# design 1

**Design 1: register map, names as in the netlist**

Other sequential cells in the stronger grey, the rest of the logic in the fainter grey.
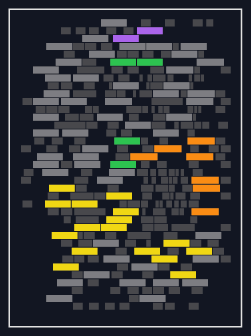
**Design 1: gate families picked out**

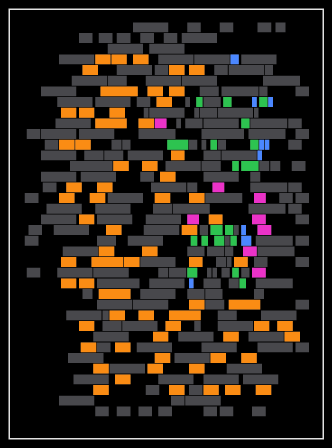
<file path="config.mk">
export PLATFORM = sky130hd
export DESIGN_NAME = seg_display_scanner_flat
export DESIGN_NICKNAME = d
export VERILOG_FILES = /design/src/rtl/seg_display_scanner_pkg.sv /design/src/rtl/seg_display_scanner_if.sv /design/src/rtl/seg_display_scanner_sync_edge.sv /design/src/rtl/seg_display_scanner.sv /design/src/flat_wrapper.sv
export SDC_FILE = /design/constraint.sdc
export NUM_CORES = 1
export LEC_CHECK = 0
export CORE_ASPECT_RATIO = 1.4
export CORE_MARGIN = 3
export CORE_UTILIZATION = 44
export DETAILED_ROUTE_END_ITERATION = 12
export HOLD_SLACK_MARGIN = 0.12
export PLACE_DENSITY = 0.68
export SYNTH_ARGS = -nofsm -noshare
export SYNTH_HDL_FRONTEND = slang
export SYNTH_SLANG_ARGS = --single-unit
</file>
<file path="constraint.sdc">
create_clock -name clk -period 3.1 [get_ports clk]
set_clock_uncertainty 0.05 [all_clocks]
set_input_delay 0.93 -clock clk [delete_from_list [all_inputs] [get_ports clk]]
set_output_delay 0.93 -clock clk [all_outputs]
set_load 0.01 [all_outputs]
</file>
<file path="src/rtl/seg_display_scanner_pkg.sv">
// Shared constants and the hex-to-segment decoder for the display scanner.
// Segment vectors are {g,f,e,d,c,b,a}, active-low.
package seg_display_scanner_pkg;

    localparam int unsigned NUM_DIGITS_DEF = 4;
    localparam logic [6:0]  SEG_BLANK      = 7'h7F;
    localparam logic        AN_OFF         = 1'b1;

    function automatic logic [6:0] hex_to_seg(input logic [3:0] i_hex);
        logic [6:0] w_seg;
        case (i_hex)
            4'h0:    w_seg = 7'h40;
            4'h1:    w_seg = 7'h79;
            4'h2:    w_seg = 7'h24;
            4'h3:    w_seg = 7'h30;
            4'h4:    w_seg = 7'h19;
            4'h5:    w_seg = 7'h12;
            4'h6:    w_seg = 7'h02;
            4'h7:    w_seg = 7'h78;
            4'h8:    w_seg = 7'h00;
            4'h9:    w_seg = 7'h10;
            4'hA:    w_seg = 7'h08;
            4'hB:    w_seg = 7'h03;
            4'hC:    w_seg = 7'h46;
            4'hD:    w_seg = 7'h21;
            4'hE:    w_seg = 7'h06;
            default: w_seg = 7'h0E;
        endcase
        return w_seg;
    endfunction

endpackage

</file>
<file path="src/rtl/seg_display_scanner_if.sv">
// Frame-data inputs and display outputs of the scanner, grouped as one bundle.
// master drives frame data and divided clocks; slave is the scanner.
interface seg_display_scanner_if
    import seg_display_scanner_pkg::*;
#(
    parameter int unsigned NUM_DIGITS = NUM_DIGITS_DEF
);
    localparam int unsigned IDX_W = (NUM_DIGITS > 1) ? $clog2(NUM_DIGITS) : 1;

    logic                    scan_clk;
    logic                    blink_clk;
    logic                    load;
    logic [4*NUM_DIGITS-1:0] digits;
    logic [NUM_DIGITS-1:0]   dp_in;
    logic [NUM_DIGITS-1:0]   blank_mask;
    logic [NUM_DIGITS-1:0]   blink_mask;
    logic [NUM_DIGITS-1:0]   an;
    logic [6:0]              seg;
    logic                    dp_out;
    logic [IDX_W-1:0]        digit_idx;

    modport master (
        output scan_clk, blink_clk, load, digits, dp_in, blank_mask, blink_mask,
        input  an, seg, dp_out, digit_idx
    );

    modport slave (
        input  scan_clk, blink_clk, load, digits, dp_in, blank_mask, blink_mask,
        output an, seg, dp_out, digit_idx
    );

endinterface

</file>
<file path="src/rtl/seg_display_scanner_sync_edge.sv">
// Multi-flop synchroniser for a slow asynchronous level, with a registered
// one-cycle pulse on each synchronised 0->1 transition.
module seg_display_scanner_sync_edge #(
    parameter int unsigned SYNC_STAGES = 2
) (
    input  logic clk,
    input  logic rst,
    input  logic i_async,
    output logic o_level,
    output logic o_rise
);

    logic [SYNC_STAGES-1:0] r_sync;
    logic                   r_level_d;
    logic                   r_rise;

    always_ff @(posedge clk or negedge rst) begin
        if (!rst) begin
            r_sync    <= '0;
            r_level_d <= 1'b0;
            r_rise    <= 1'b0;
        end else begin
            r_sync    <= {r_sync[SYNC_STAGES-2:0], i_async};
            r_level_d <= r_sync[SYNC_STAGES-1];
            r_rise    <= r_sync[SYNC_STAGES-1] & ~r_level_d;
        end
    end

    assign o_level = r_sync[SYNC_STAGES-1];
    assign o_rise  = r_rise;

endmodule

</file>
<file path="src/rtl/seg_display_scanner.sv">
// Scans a multiplexed common-anode seven-segment display, stepping on each
// synchronised scan_clk rise; frame data is double-buffered and committed at wrap.
module seg_display_scanner
    import seg_display_scanner_pkg::*;
#(
    parameter int unsigned NUM_DIGITS   = NUM_DIGITS_DEF,
    parameter int unsigned SYNC_STAGES  = 2,
    parameter int unsigned GUARD_CYCLES = 1
) (
    input logic                  clk,
    input logic                  rst,
    seg_display_scanner_if.slave bus
);

    localparam int unsigned IDX_W   = (NUM_DIGITS > 1) ? $clog2(NUM_DIGITS) : 1;
    localparam int unsigned GUARD_W = $clog2(GUARD_CYCLES + 1);
    localparam int unsigned DIG_W   = 4 * NUM_DIGITS;

    logic                  w_step;
    logic                  w_scan_level_unused;
    logic                  w_blink;
    logic                  w_blink_rise_unused;
    logic                  w_wrap;
    logic [3:0]            w_nibble;
    logic                  w_dark;
    logic [NUM_DIGITS-1:0] w_drive_an;
    logic [6:0]            w_drive_seg;
    logic                  w_drive_dp;

    logic [IDX_W-1:0]      r_idx;
    logic [GUARD_W-1:0]    r_guard;
    logic                  r_started;
    logic [DIG_W-1:0]      r_pend_digits, r_act_digits;
    logic [NUM_DIGITS-1:0] r_pend_dp, r_act_dp;
    logic [NUM_DIGITS-1:0] r_pend_blank, r_act_blank;
    logic [NUM_DIGITS-1:0] r_pend_blink, r_act_blink;
    logic                  r_pend_valid;
    logic [NUM_DIGITS-1:0] r_an;
    logic [6:0]            r_seg;
    logic                  r_dp;

    seg_display_scanner_sync_edge #(.SYNC_STAGES(SYNC_STAGES)) u_scan_sync (
        .clk     (clk),
        .rst     (rst),
        .i_async (bus.scan_clk),
        .o_level (w_scan_level_unused),
        .o_rise  (w_step)
    );

    seg_display_scanner_sync_edge #(.SYNC_STAGES(SYNC_STAGES)) u_blink_sync (
        .clk     (clk),
        .rst     (rst),
        .i_async (bus.blink_clk),
        .o_level (w_blink),
        .o_rise  (w_blink_rise_unused)
    );

    assign w_wrap = (r_idx == IDX_W'(NUM_DIGITS - 1));

    always_comb begin
        w_nibble    = r_act_digits[{r_idx, 2'b00} +: 4];
        w_dark      = r_act_blank[r_idx] | (r_act_blink[r_idx] & ~w_blink);
        w_drive_an  = ~(NUM_DIGITS'(1) << r_idx);
        w_drive_seg = w_dark ? SEG_BLANK : hex_to_seg(w_nibble);
        w_drive_dp  = w_dark | ~r_act_dp[r_idx];
    end

    // A load coinciding with the wrap step bypasses pending and commits directly.
    always_ff @(posedge clk or negedge rst) begin
        if (!rst) begin
            r_idx         <= '0;
            r_guard       <= '0;
            r_started     <= 1'b0;
            r_pend_digits <= '0;
            r_pend_dp     <= '0;
            r_pend_blank  <= '0;
            r_pend_blink  <= '0;
            r_pend_valid  <= 1'b0;
            r_act_digits  <= '0;
            r_act_dp      <= '0;
            r_act_blank   <= '0;
            r_act_blink   <= '0;
            r_an          <= {NUM_DIGITS{AN_OFF}};
            r_seg         <= SEG_BLANK;
            r_dp          <= 1'b1;
        end else begin
            if (bus.load) begin
                r_pend_digits <= bus.digits;
                r_pend_dp     <= bus.dp_in;
                r_pend_blank  <= bus.blank_mask;
                r_pend_blink  <= bus.blink_mask;
                r_pend_valid  <= ~(w_step & w_wrap);
            end
            if (w_step) begin
                r_idx     <= w_wrap ? '0 : r_idx + IDX_W'(1);
                r_guard   <= GUARD_W'(GUARD_CYCLES);
                r_started <= 1'b1;
                r_an      <= {NUM_DIGITS{AN_OFF}};
                r_seg     <= SEG_BLANK;
                r_dp      <= 1'b1;
                if (w_wrap) begin
                    if (bus.load) begin
                        r_act_digits <= bus.digits;
                        r_act_dp     <= bus.dp_in;
                        r_act_blank  <= bus.blank_mask;
                        r_act_blink  <= bus.blink_mask;
                    end else if (r_pend_valid) begin
                        r_act_digits <= r_pend_digits;
                        r_act_dp     <= r_pend_dp;
                        r_act_blank  <= r_pend_blank;
                        r_act_blink  <= r_pend_blink;
                    end
                    if (!bus.load) begin
                        r_pend_valid <= 1'b0;
                    end
                end
            end else if (r_guard != '0) begin
                r_guard <= r_guard - GUARD_W'(1);
                if (r_guard == GUARD_W'(1)) begin
                    r_an  <= w_drive_an;
                    r_seg <= w_drive_seg;
                    r_dp  <= w_drive_dp;
                end
            end else if (r_started) begin
                r_an  <= w_drive_an;
                r_seg <= w_drive_seg;
                r_dp  <= w_drive_dp;
            end
        end
    end

    assign bus.an        = r_an;
    assign bus.seg       = r_seg;
    assign bus.dp_out    = r_dp;
    assign bus.digit_idx = r_idx;

endmodule

</file>
<file path="src/flat_wrapper.sv">
// flat-port wrapper written by rule: the top's interface ports become plain ports
module seg_display_scanner_flat import seg_display_scanner_pkg::*;
#(
    parameter int unsigned NUM_DIGITS   = NUM_DIGITS_DEF,
    parameter int unsigned SYNC_STAGES  = 2,
    parameter int unsigned GUARD_CYCLES = 1
)
  (clk, rst, bus_scan_clk, bus_blink_clk, bus_load, bus_digits, bus_dp_in, bus_blank_mask, bus_blink_mask, bus_an, bus_seg, bus_dp_out, bus_digit_idx);
  seg_display_scanner_if #(.NUM_DIGITS(NUM_DIGITS)) bus_i ();
  input logic clk;
  input logic rst;
  input wire logic [$bits(bus_i.scan_clk)-1:0] bus_scan_clk;
  input wire logic [$bits(bus_i.blink_clk)-1:0] bus_blink_clk;
  input wire logic [$bits(bus_i.load)-1:0] bus_load;
  input wire logic [$bits(bus_i.digits)-1:0] bus_digits;
  input wire logic [$bits(bus_i.dp_in)-1:0] bus_dp_in;
  input wire logic [$bits(bus_i.blank_mask)-1:0] bus_blank_mask;
  input wire logic [$bits(bus_i.blink_mask)-1:0] bus_blink_mask;
  output wire logic [$bits(bus_i.an)-1:0] bus_an;
  output wire logic [$bits(bus_i.seg)-1:0] bus_seg;
  output wire logic [$bits(bus_i.dp_out)-1:0] bus_dp_out;
  output wire logic [$bits(bus_i.digit_idx)-1:0] bus_digit_idx;
  assign bus_i.scan_clk = bus_scan_clk;
  assign bus_i.blink_clk = bus_blink_clk;
  assign bus_i.load = bus_load;
  assign bus_i.digits = bus_digits;
  assign bus_i.dp_in = bus_dp_in;
  assign bus_i.blank_mask = bus_blank_mask;
  assign bus_i.blink_mask = bus_blink_mask;
  assign bus_an = bus_i.an;
  assign bus_seg = bus_i.seg;
  assign bus_dp_out = bus_i.dp_out;
  assign bus_digit_idx = bus_i.digit_idx;
  seg_display_scanner #(.NUM_DIGITS(NUM_DIGITS), .SYNC_STAGES(SYNC_STAGES), .GUARD_CYCLES(GUARD_CYCLES)) u_core (.clk(clk), .rst(rst), .bus(bus_i));
endmodule
</file>
==> impl_metrics.yaml <==
# physical design summary
run_status:
  status: "finished, final reports clean"
setup_path:
  critPathBufInv: 1
  r2r_end: "u_core.bus.seg[3]"
  required_ns: 2.12
  startpoint: "u_core.bus.digit_idx[0]"
  critPathMaxStageDelay_ns: 0.67
  start_kind: "flop"
final_layout:
  n_fill_cell: 603
  design_area_um2: 4165
timing:
  setup_tns_ns: 0
  maxSlewHeadroom_pct: 61.78
  hold_violations: 0
  hold_slack_ns: 0.2951
  finalSetupViolCount: 0
power:
  p_clk_mw: 0.915
  combPwrFrac_pct: 35.4
  p_sw_mw: 1.117
detailed_routing:
  drtIter0Drc: 79
  num_vias: 1898
floorplan:
  initial_core_util_pct: 45.44
  die-width_um: 79.69
min_path:
  holdPathStages: 0
clocking:
  cts.clk_slew.worst_paths_ns: 0.08
  cts_setup_buffers: 0
yosys:
  topCellsByArea: "dfrtp_1 (50%), mux2_2 (19%), dfstp_2 (9.4%), ha_1 (3.7%), mux4_2 (3.4%)"
  ys.flop_type: "dfrtp_1"
  top_area_share_pct: 50.13
placement:
  postPlaceCellArea_um2: 3920
Notes on 'register map, names as in the netlist' of design 1 above:
u_core.u_scan_sync.r_sync: in purple, flops 2. u_core.r_act_blank: in green, flops 4. u_core.r_act_digits: in yellow, flops 16. u_core.bus.seg: in orange, flops 7, where east.
Seq area share: 47.82%
sequential power: 1.54 mW
Final Util: 56.59%
Flop area: 1992 um2

Notes on 'gate families picked out' of design 1 above:
inverting AOI/OAI gates: in green, cells 18. multiplexers: in orange, cells 67. AND-OR and OR-AND gates: in magenta, cells 8, where east. NOR gates: in blue, cells 9.
Comb/total area: 30.31%
Top cell excl fill/tap: dfrtp_1
non-filler cells, final: 379

[layout make-up]
| type | instances | area share (%) |
|---|---|---|
| clock buffers | 10 | 3.304 |
| inverters | 7 | 0.6308 |
| well taps | 97 | 2.914 |
| flip-flops and latches | 79 | 47.82 |
| clock inverters | 6 | 2.583 |
| multi-input cells | 126 | 30.31 |
| repair buffers | 54 | 12.44 |
[per-layer routing]
| metal | vias up | global-route usage [%] | share of wire [%] |
|---|---|---|---|
| met5 | - | 0 | 0 |
| met4 | 0 | 6.880 | 2.4 |
| met3 | 9 | 3.802 | 3.1 |
| met2 | 36 | 25.21 | 50 |
| met1 | 949 | 19.21 | 45 |
| li1 | 904 | - | - |
[cell usage after synthesis, types with 3 or more instances]
library cell / n
dfrtp_1: 67
mux2_2: 57
dfstp_2: 12
ha_1: 10
inv_1: 7
nor2_1: 7
a21oi_1: 5
clkbuf_1: 5
mux4_2: 5
a31oi_1: 4
mux2i_1: 4
nand2_1: 4
o22a_1: 4
o32a_1: 4
buf_2: 3
[kinds of logic after synthesis]
| group | share of synthesized area, % |
|---|---|
| flops | 59.56 |
| simple gates | 3.555 |
| buf+inv | 2.694 |
| compound gates | 5.911 |
| fa+ha+maj | 3.741 |
| mux | 24.54 |

# design 2

**Design 2: clock routing**

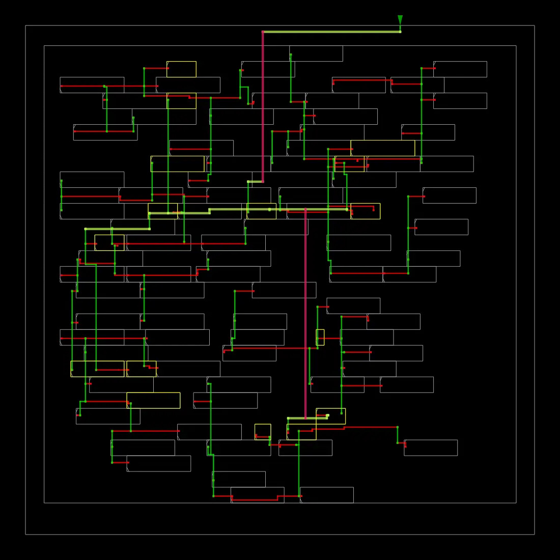
**Design 2: power grid**

Pins as bars on the die edge.
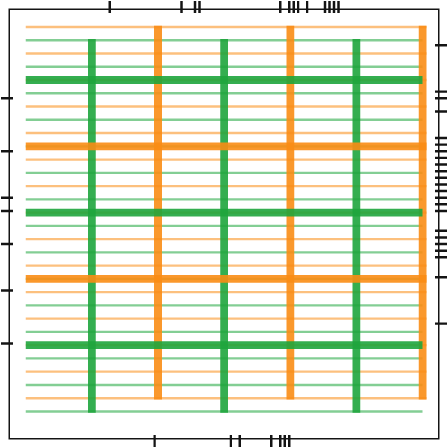
**src/rtl/mem_access_ctrl.sv**
```systemverilog
`timescale 1ns/1ps
// mem_access_ctrl: queues host read/write requests and replays each one
// as a SETUP / ACCESS / DONE select pulse on the 8x8 memory pins.
// Host side : req_valid/req_ready/req_we/req_adr/req_wdata in,
//             rsp_valid/rsp_ready/rsp_rdata out, wr_done, busy, err_verify.
// Memory side: mem_adr, mem_wdata, mem_op, mem_select out; mem_rdata in.
// Optional macro MEM_ACCESS_CTRL_WRITE_VERIFY_EN adds a read-back check
// after every write (VSETUP/VACCESS) and drives a sticky err_verify.
module mem_access_ctrl #(
   parameter int FIFO_DEPTH    = 4,
   parameter int ACCESS_CYCLES = 2
) (
   input  logic       i_clk,
   input  logic       i_rst_n,
   input  logic       req_valid,
   output logic       req_ready,
   input  logic       req_we,
   input  logic [2:0] req_adr,
   input  logic [7:0] req_wdata,
   output logic       rsp_valid,
   input  logic       rsp_ready,
   output logic [7:0] rsp_rdata,
   output logic       wr_done,
   output logic       busy,
   output logic       err_verify,
   output logic [2:0] mem_adr,
   output logic [7:0] mem_wdata,
   output logic       mem_op,
   output logic       mem_select,
   input  logic [7:0] mem_rdata
);

   localparam int AW = (FIFO_DEPTH > 1) ? $clog2(FIFO_DEPTH) : 1;
   localparam int CW = (ACCESS_CYCLES > 1) ? $clog2(ACCESS_CYCLES) : 1;

   localparam logic [AW:0]   DEPTH_C  = (AW+1)'(FIFO_DEPTH);
   localparam logic [AW:0]   CNT_ONE  = (AW+1)'(1);
   localparam logic [AW-1:0] PTR_ONE  = AW'(1);
   localparam logic [CW-1:0] CYC_LOAD = CW'(ACCESS_CYCLES - 1);
   localparam logic [CW-1:0] CYC_ONE  = CW'(1);

   localparam logic [2:0] S_IDLE    = 3'd0;
   localparam logic [2:0] S_SETUP   = 3'd1;
   localparam logic [2:0] S_ACCESS  = 3'd2;
   localparam logic [2:0] S_DONE    = 3'd3;
`ifdef MEM_ACCESS_CTRL_WRITE_VERIFY_EN
   localparam logic [2:0] S_VSETUP  = 3'd4;
   localparam logic [2:0] S_VACCESS = 3'd5;
`endif

   // request FIFO
   logic [11:0]   fifo_q [FIFO_DEPTH];
   logic [AW-1:0] wr_ptr_q, wr_ptr_d;
   logic [AW-1:0] rd_ptr_q, rd_ptr_d;
   logic [AW:0]   count_q, count_d;
   logic          ready_en_q;
   logic          full, empty, push, pop;
   logic [11:0]   head;

   // sequencer
   logic [2:0]    state_q, state_d;
   logic [CW-1:0] cyc_q, cyc_d;
   logic          cmd_we_q, cmd_we_d;
   logic [2:0]    cmd_adr_q, cmd_adr_d;
   logic [7:0]    cmd_wdata_q, cmd_wdata_d;
   logic [7:0]    rdata_q, rdata_d;
`ifdef MEM_ACCESS_CTRL_WRITE_VERIFY_EN
   logic          err_q, err_d;
`endif

   assign full  = (count_q == DEPTH_C);
   assign empty = (count_q == '0);
   // ready_en_q keeps req_ready low while reset is held
   assign req_ready = ready_en_q && !full;
   assign push  = req_valid && req_ready;
   assign pop   = (state_q == S_IDLE) && !empty;
   assign head  = fifo_q[rd_ptr_q];

   always_comb begin
      wr_ptr_d = wr_ptr_q;
      rd_ptr_d = rd_ptr_q;
      count_d  = count_q;
      if (push) wr_ptr_d = wr_ptr_q + PTR_ONE;
      if (pop)  rd_ptr_d = rd_ptr_q + PTR_ONE;
      unique case ({push, pop})
         2'b10:   count_d = count_q + CNT_ONE;
         2'b01:   count_d = count_q - CNT_ONE;
         default: count_d = count_q;
      endcase
   end

   always_ff @(posedge i_clk) begin
      if (push) fifo_q[wr_ptr_q] <= {req_we, req_adr, req_wdata};
   end

   always_comb begin
      state_d     = state_q;
      cyc_d       = cyc_q;
      cmd_we_d    = cmd_we_q;
      cmd_adr_d   = cmd_adr_q;
      cmd_wdata_d = cmd_wdata_q;
      rdata_d     = rdata_q;
`ifdef MEM_ACCESS_CTRL_WRITE_VERIFY_EN
      err_d       = err_q;
`endif
      unique case (state_q)
         S_IDLE: begin
            if (!empty) begin
               {cmd_we_d, cmd_adr_d, cmd_wdata_d} = head;
               state_d = S_SETUP;
            end
         end
         S_SETUP: begin
            cyc_d   = CYC_LOAD;
            state_d = S_ACCESS;
         end
         S_ACCESS: begin
            if (cyc_q == '0) begin
               if (!cmd_we_q) rdata_d = mem_rdata;
`ifdef MEM_ACCESS_CTRL_WRITE_VERIFY_EN
               state_d = cmd_we_q ? S_VSETUP : S_DONE;
`else
               state_d = S_DONE;
`endif
            end else begin
               cyc_d = cyc_q - CYC_ONE;
            end
         end
`ifdef MEM_ACCESS_CTRL_WRITE_VERIFY_EN
         S_VSETUP: begin
            cyc_d   = CYC_LOAD;
            state_d = S_VACCESS;
         end
         S_VACCESS: begin
            if (cyc_q == '0) begin
               if (mem_rdata != cmd_wdata_q) err_d = 1'b1;
               state_d = S_DONE;
            end else begin
               cyc_d = cyc_q - CYC_ONE;
            end
         end
`endif
         S_DONE: begin
            // reads wait here for the host handshake
            if (cmd_we_q || rsp_ready) state_d = S_IDLE;
         end
         default: state_d = S_IDLE;
      endcase
   end

   always_ff @(posedge i_clk or negedge i_rst_n) begin
      if (!i_rst_n) begin
         wr_ptr_q    <= '0;
         rd_ptr_q    <= '0;
         count_q     <= '0;
         ready_en_q  <= 1'b0;
         state_q     <= S_IDLE;
         cyc_q       <= '0;
         cmd_we_q    <= 1'b0;
         cmd_adr_q   <= '0;
         cmd_wdata_q <= '0;
         rdata_q     <= '0;
`ifdef MEM_ACCESS_CTRL_WRITE_VERIFY_EN
         err_q       <= 1'b0;
`endif
      end else begin
         wr_ptr_q    <= wr_ptr_d;
         rd_ptr_q    <= rd_ptr_d;
         count_q     <= count_d;
         ready_en_q  <= 1'b1;
         state_q     <= state_d;
         cyc_q       <= cyc_d;
         cmd_we_q    <= cmd_we_d;
         cmd_adr_q   <= cmd_adr_d;
         cmd_wdata_q <= cmd_wdata_d;
         rdata_q     <= rdata_d;
`ifdef MEM_ACCESS_CTRL_WRITE_VERIFY_EN
         err_q       <= err_d;
`endif
      end
   end

   // pin decode straight from the reset flops: select drops with reset
   assign mem_adr   = cmd_adr_q;
   assign mem_wdata = cmd_wdata_q;
`ifdef MEM_ACCESS_CTRL_WRITE_VERIFY_EN
   assign mem_select = (state_q == S_ACCESS) || (state_q == S_VACCESS);
   assign err_verify = err_q;
`else
   assign mem_select = (state_q == S_ACCESS);
   assign err_verify = 1'b0;
`endif
   assign mem_op    = cmd_we_q &&
                      ((state_q == S_SETUP) || (state_q == S_ACCESS));
   assign rsp_valid = (state_q == S_DONE) && !cmd_we_q;
   assign rsp_rdata = rdata_q;
   assign wr_done   = (state_q == S_DONE) && cmd_we_q;
   assign busy      = (state_q != S_IDLE) || !empty;

endmodule

```
**config.mk**
```make
export PLATFORM = sky130hd
export DESIGN_NAME = mem_access_ctrl
export DESIGN_NICKNAME = d
export VERILOG_FILES = /design/src/rtl/mem_access_ctrl.sv
export SDC_FILE = /design/constraint.sdc
export NUM_CORES = 1
export LEC_CHECK = 0
export CAP_MARGIN = 40
export CORE_MARGIN = 3
export CORE_UTILIZATION = 48
export DETAILED_ROUTE_END_ITERATION = 10
export PLACE_DENSITY = 0.75
export SLEW_MARGIN = 20
export SYNTH_ARGS = -nofsm -noshare
export SYNTH_HDL_FRONTEND = slang
export SYNTH_SLANG_ARGS = --single-unit
```
**constraint.sdc**
```tcl
create_clock -name i_clk -period 2.16 [get_ports i_clk]
set_input_delay 0.324 -clock i_clk [delete_from_list [all_inputs] [get_ports i_clk]]
set_output_delay 0.324 -clock i_clk [all_outputs]
set_load 0.1 [all_outputs]
```
==> impl_metrics.yaml <==
# physical design summary
setup_path:
  r2r_end: "count_q[2]"
  worstSetupEndpoint: "count_q[2]"
  critical_path_depth: 10
  r2r_slack_ns: 0.13
  cp-end-kind: "flop"
floorplan:
  rows: 29
timing:
  layout_min_cycle_time_ns: 2.027
  fmax_ghz: 0.4934
clocking:
  clockBufferDepth: 2
placement:
  post-place-ws_ns: 0.1182
  dpl.hpwl_um: 3534
yosys:
  syn_avg_cell_area_um2: 16.82
  mux_area_share_pct: 13.13
  synth_nets: 224
  ys_ff: 79
run_status:
  status: "finished, final reports clean"
About 'clock routing' of design 2:
flop count: 79
CTS buffer count: 9
# clk buffers: 13
clock latency (worst-skew pair): 0.34 ns

About 'power grid' of design 2:
VDD: in orange. VSS: in green.
6 straps on met4. The core has 29 rows.
chip height: 87.80 um
CORE AREA: 6422 um2

==> area by class of cell <==
class,instances,area share [%]
Sequential cell,79,54.66
Clock buffer,13,5.244
Tap cell,77,2.375
Clock inverter,3,1.018
Inverter,11,1.018
Multi-Input combinational cell,95,22.30
Timing Repair Buffer,58,13.39
==> metal layers <==
layer / part of all wire [%] / up-vias / wire [um]
met4: 1.2 / 0 / 61
met2: 50 / 44 / 2580
li1: - / 806 / -
met1: 45 / 835 / 2330
met3: 4.1 / 4 / 215
met5: 0 / - / 0
==> Yosys cell counts (2+ instances only) <==
master	count	share of area, %
mux4_1	4	3.3
edfxtp_1	48	45
dfrtp_1	31	24
mux4_2	8	5.6
xnor2_1	5	1.4
buf_2	3	0.47
mux2_2	9	3.2
and2_1	6	1.2
ha_1	8	3.1
inv_1	11	1.3
mux2i_1	2	0.62
conb_1	2	0.23
nand2_1	38	4.4

# design 3

**Design 3: gate families picked out**

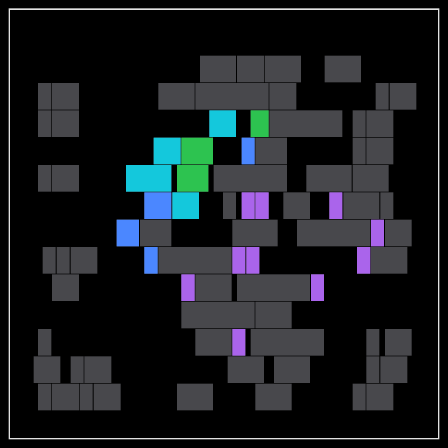
**Design 3: power grid**

Pins as bars on the die edge.
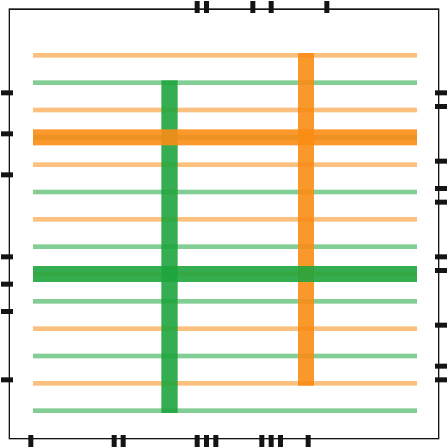
**Design 3: cells coloured by class**

The bar under the picture is 10 um long. Fill, decap, tap and diode cells in grey.
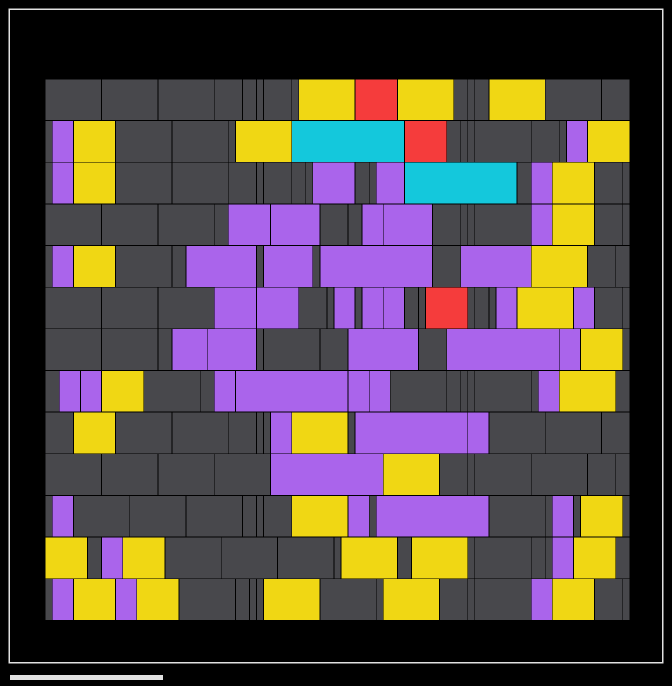
==> src/rtl/rd_checker_8b10b.sv <==
// Per-lane 8b10b running-disparity checker with registered RD/error outputs.
// Optional saturating per-lane error counters are built when RD_ERR_CNT_EN is defined.
module rd_checker_8b10b #(
    parameter int LANES = 1,
    parameter int CNT_W = 16
) (
    input  logic                   clk,
    input  logic                   reset,
    input  logic                   sym_valid,
    input  logic [10*LANES-1:0]    sym_data,
    input  logic                   clear_cnt,
    output logic [LANES-1:0]       current_rd,
    output logic [LANES-1:0]       disp_err,
    output logic [CNT_W*LANES-1:0] err_count
);

    typedef enum logic {
        RD_NEG = 1'b0,
        RD_POS = 1'b1
    } rd_state_e;

    for (genvar i = 0; i < LANES; i++) begin : g_lane
        logic [9:0] sym;
        logic [3:0] ones;
        rd_state_e  rd_q, rd_d;
        logic       err_q, err_d;

        assign sym = sym_data[10*i +: 10];

        // Symbol class comes purely from its ones count; an error still moves
        // RD to the disparity the offending symbol implies (no sticky state).
        always_comb begin
            ones = 4'd0;
            for (int b = 0; b < 10; b++) begin
                ones = ones + {3'b000, sym[b]};
            end
            rd_d  = rd_q;
            err_d = 1'b0;
            if (sym_valid) begin
                case (ones)
                    4'd5: begin
                        rd_d  = rd_q;
                        err_d = 1'b0;
                    end
                    4'd6: begin
                        rd_d  = RD_POS;
                        err_d = (rd_q == RD_POS);
                    end
                    4'd4: begin
                        rd_d  = RD_NEG;
                        err_d = (rd_q == RD_NEG);
                    end
                    default: begin
                        rd_d  = rd_q;
                        err_d = 1'b1;
                    end
                endcase
            end
        end

        always_ff @(posedge clk) begin
            if (reset) begin
                rd_q  <= RD_NEG;
                err_q <= 1'b0;
            end else begin
                rd_q  <= rd_d;
                err_q <= err_d;
            end
        end

        assign current_rd[i] = rd_q;
        assign disp_err[i]   = err_q;

`ifdef RD_ERR_CNT_EN
        logic [CNT_W-1:0] cnt_q, cnt_d;

        // Clear beats a coincident error; the counter sticks at all-ones.
        always_comb begin
            cnt_d = cnt_q;
            if (clear_cnt) begin
                cnt_d = '0;
            end else if (err_d && (cnt_q != {CNT_W{1'b1}})) begin
                cnt_d = cnt_q + CNT_W'(1);
            end
        end

        always_ff @(posedge clk) begin
            if (reset) begin
                cnt_q <= '0;
            end else begin
                cnt_q <= cnt_d;
            end
        end

        assign err_count[CNT_W*i +: CNT_W] = cnt_q;
`endif
    end

`ifndef RD_ERR_CNT_EN
    logic unused_clear_cnt;
    assign unused_clear_cnt = clear_cnt;
    assign err_count        = '0;
`endif

endmodule

==> config.mk <==
export PLATFORM = sky130hd
export DESIGN_NAME = rd_checker_8b10b
export DESIGN_NICKNAME = d
export VERILOG_FILES = /design/src/rtl/rd_checker_8b10b.sv
export SDC_FILE = /design/constraint.sdc
export NUM_CORES = 1
export LEC_CHECK = 0
export ABC_AREA = 0
export CAP_MARGIN = 20
export CORE_MARGIN = 2
export CORE_UTILIZATION = 30
export DETAILED_ROUTE_END_ITERATION = 12
export GPL_TIMING_DRIVEN = 0
export PLACE_DENSITY_LB_ADDON = 0.05
export SYNTH_ARGS = -nofsm -noshare
export SYNTH_HDL_FRONTEND = slang
export SYNTH_SLANG_ARGS = --single-unit
==> constraint.sdc <==
create_clock -name clk -period 8.92 [get_ports clk]
set_input_delay 1.784 -clock clk [delete_from_list [all_inputs] [get_ports clk]]
set_output_delay 1.784 -clock clk [all_outputs]
set_load 0.005 [all_outputs]
==> impl_metrics.yaml <==
# physical design summary
placement:
  post-place-ws_ns: 3.815
  gp_congestion: 0.6394
min_path:
  holdPathStages: 2
timing:
  fin_skew_ns: 0.002304
  hold_slack_ns: 0.6200
detailed_routing:
  antenna_left: 0
  route.met3.wl_um: 72
  drcViolationCount: 0
  met1_length_um: 263
yosys:
  synth.most_common_cell: "buf_4"
setup_path:
  worstSetupEndpoint: "current_rd"
  startpoint: "sym_data[0]"
grt:
  grt_overflow: 0
clocking:
  cts_setup_buffers: 0
  cts_hold_buf: 0
run_status:
  status: "finished, final reports clean"
## Picture notes: 'gate families picked out' of design 3
NOR gates: in blue, cells 4. inverting AOI/OAI gates: in green, cells 3. inverters: in purple, cells 10, where centre. AND and OR gates: in cyan, cells 4.
Comb/total area: 44.61%
non-filler cells, final: 98

## Picture notes: 'power grid' of design 3
VDD: in orange. VSS: in green.
14 met1 rails follow the rows. 2 straps on met5. 2 straps on met4.
CORE AREA: 1350 um2
chip height: 42.59 um
VDD IR max: 0.04597 mV
die width: 42.59 um

## Picture notes: 'cells coloured by class' of design 3
flops: in cyan, cells 2. clock drivers: in red, cells 3. other buffers and delay cells: in yellow, cells 30. combinational and other logic: in purple, cells 48.
Final Cell Area: 684.4 um2
Seq area share: 5.850%
Placement Rows: 13

-- worst min-delay path by stage --
stage | startpoint | endpoint
after floorplan | current_rd | current_rd
after global placement | current_rd | current_rd
after detailed placement | current_rd | current_rd
after CTS | current_rd | current_rd
after global routing | current_rd | disp_err
final | current_rd | current_rd
-- cells by family (layout without fill, tap and decap cells) --
family	count (synthesis)	count (layout)	synth area share, %
buffers and inverters	26	43	35.30
AND/OR/NAND/NOR	9	9	13.45
flip-flops	2	2	8.964
AND-OR/OR-AND	4	4	7.003
adder cells (fa/ha/maj)	8	8	32.49
other	1	16	0.8395
XOR/XNOR	1	1	1.961
-- power breakdown --
group / leakage [nW] / total, mW / switching (mW) / internal (mW)
Combinational: 0.342 / 0.0644 / 0.0285 / 0.0359
Clock: 0.0138 / 0.0196 / 0.00478 / 0.0148
Sequential: 0.0165 / 0.0122 / 0.00100 / 0.0112
-- worst reg2reg max path: cells and delay by family, from the launching register on --
family                    cells  cell delay (ns)
DFF                           1             0.31
xor gates and xnor gates      1             0.15
AOI/OAI and AO/OA             1             0.08
and+or+nand+nor               1             0.12
-- flip-flops by register name, indices dropped and copies added, names as in the netlist --
signal / flops
current_rd: 1
disp_err: 1

Power and IR drop assume default switching activity.
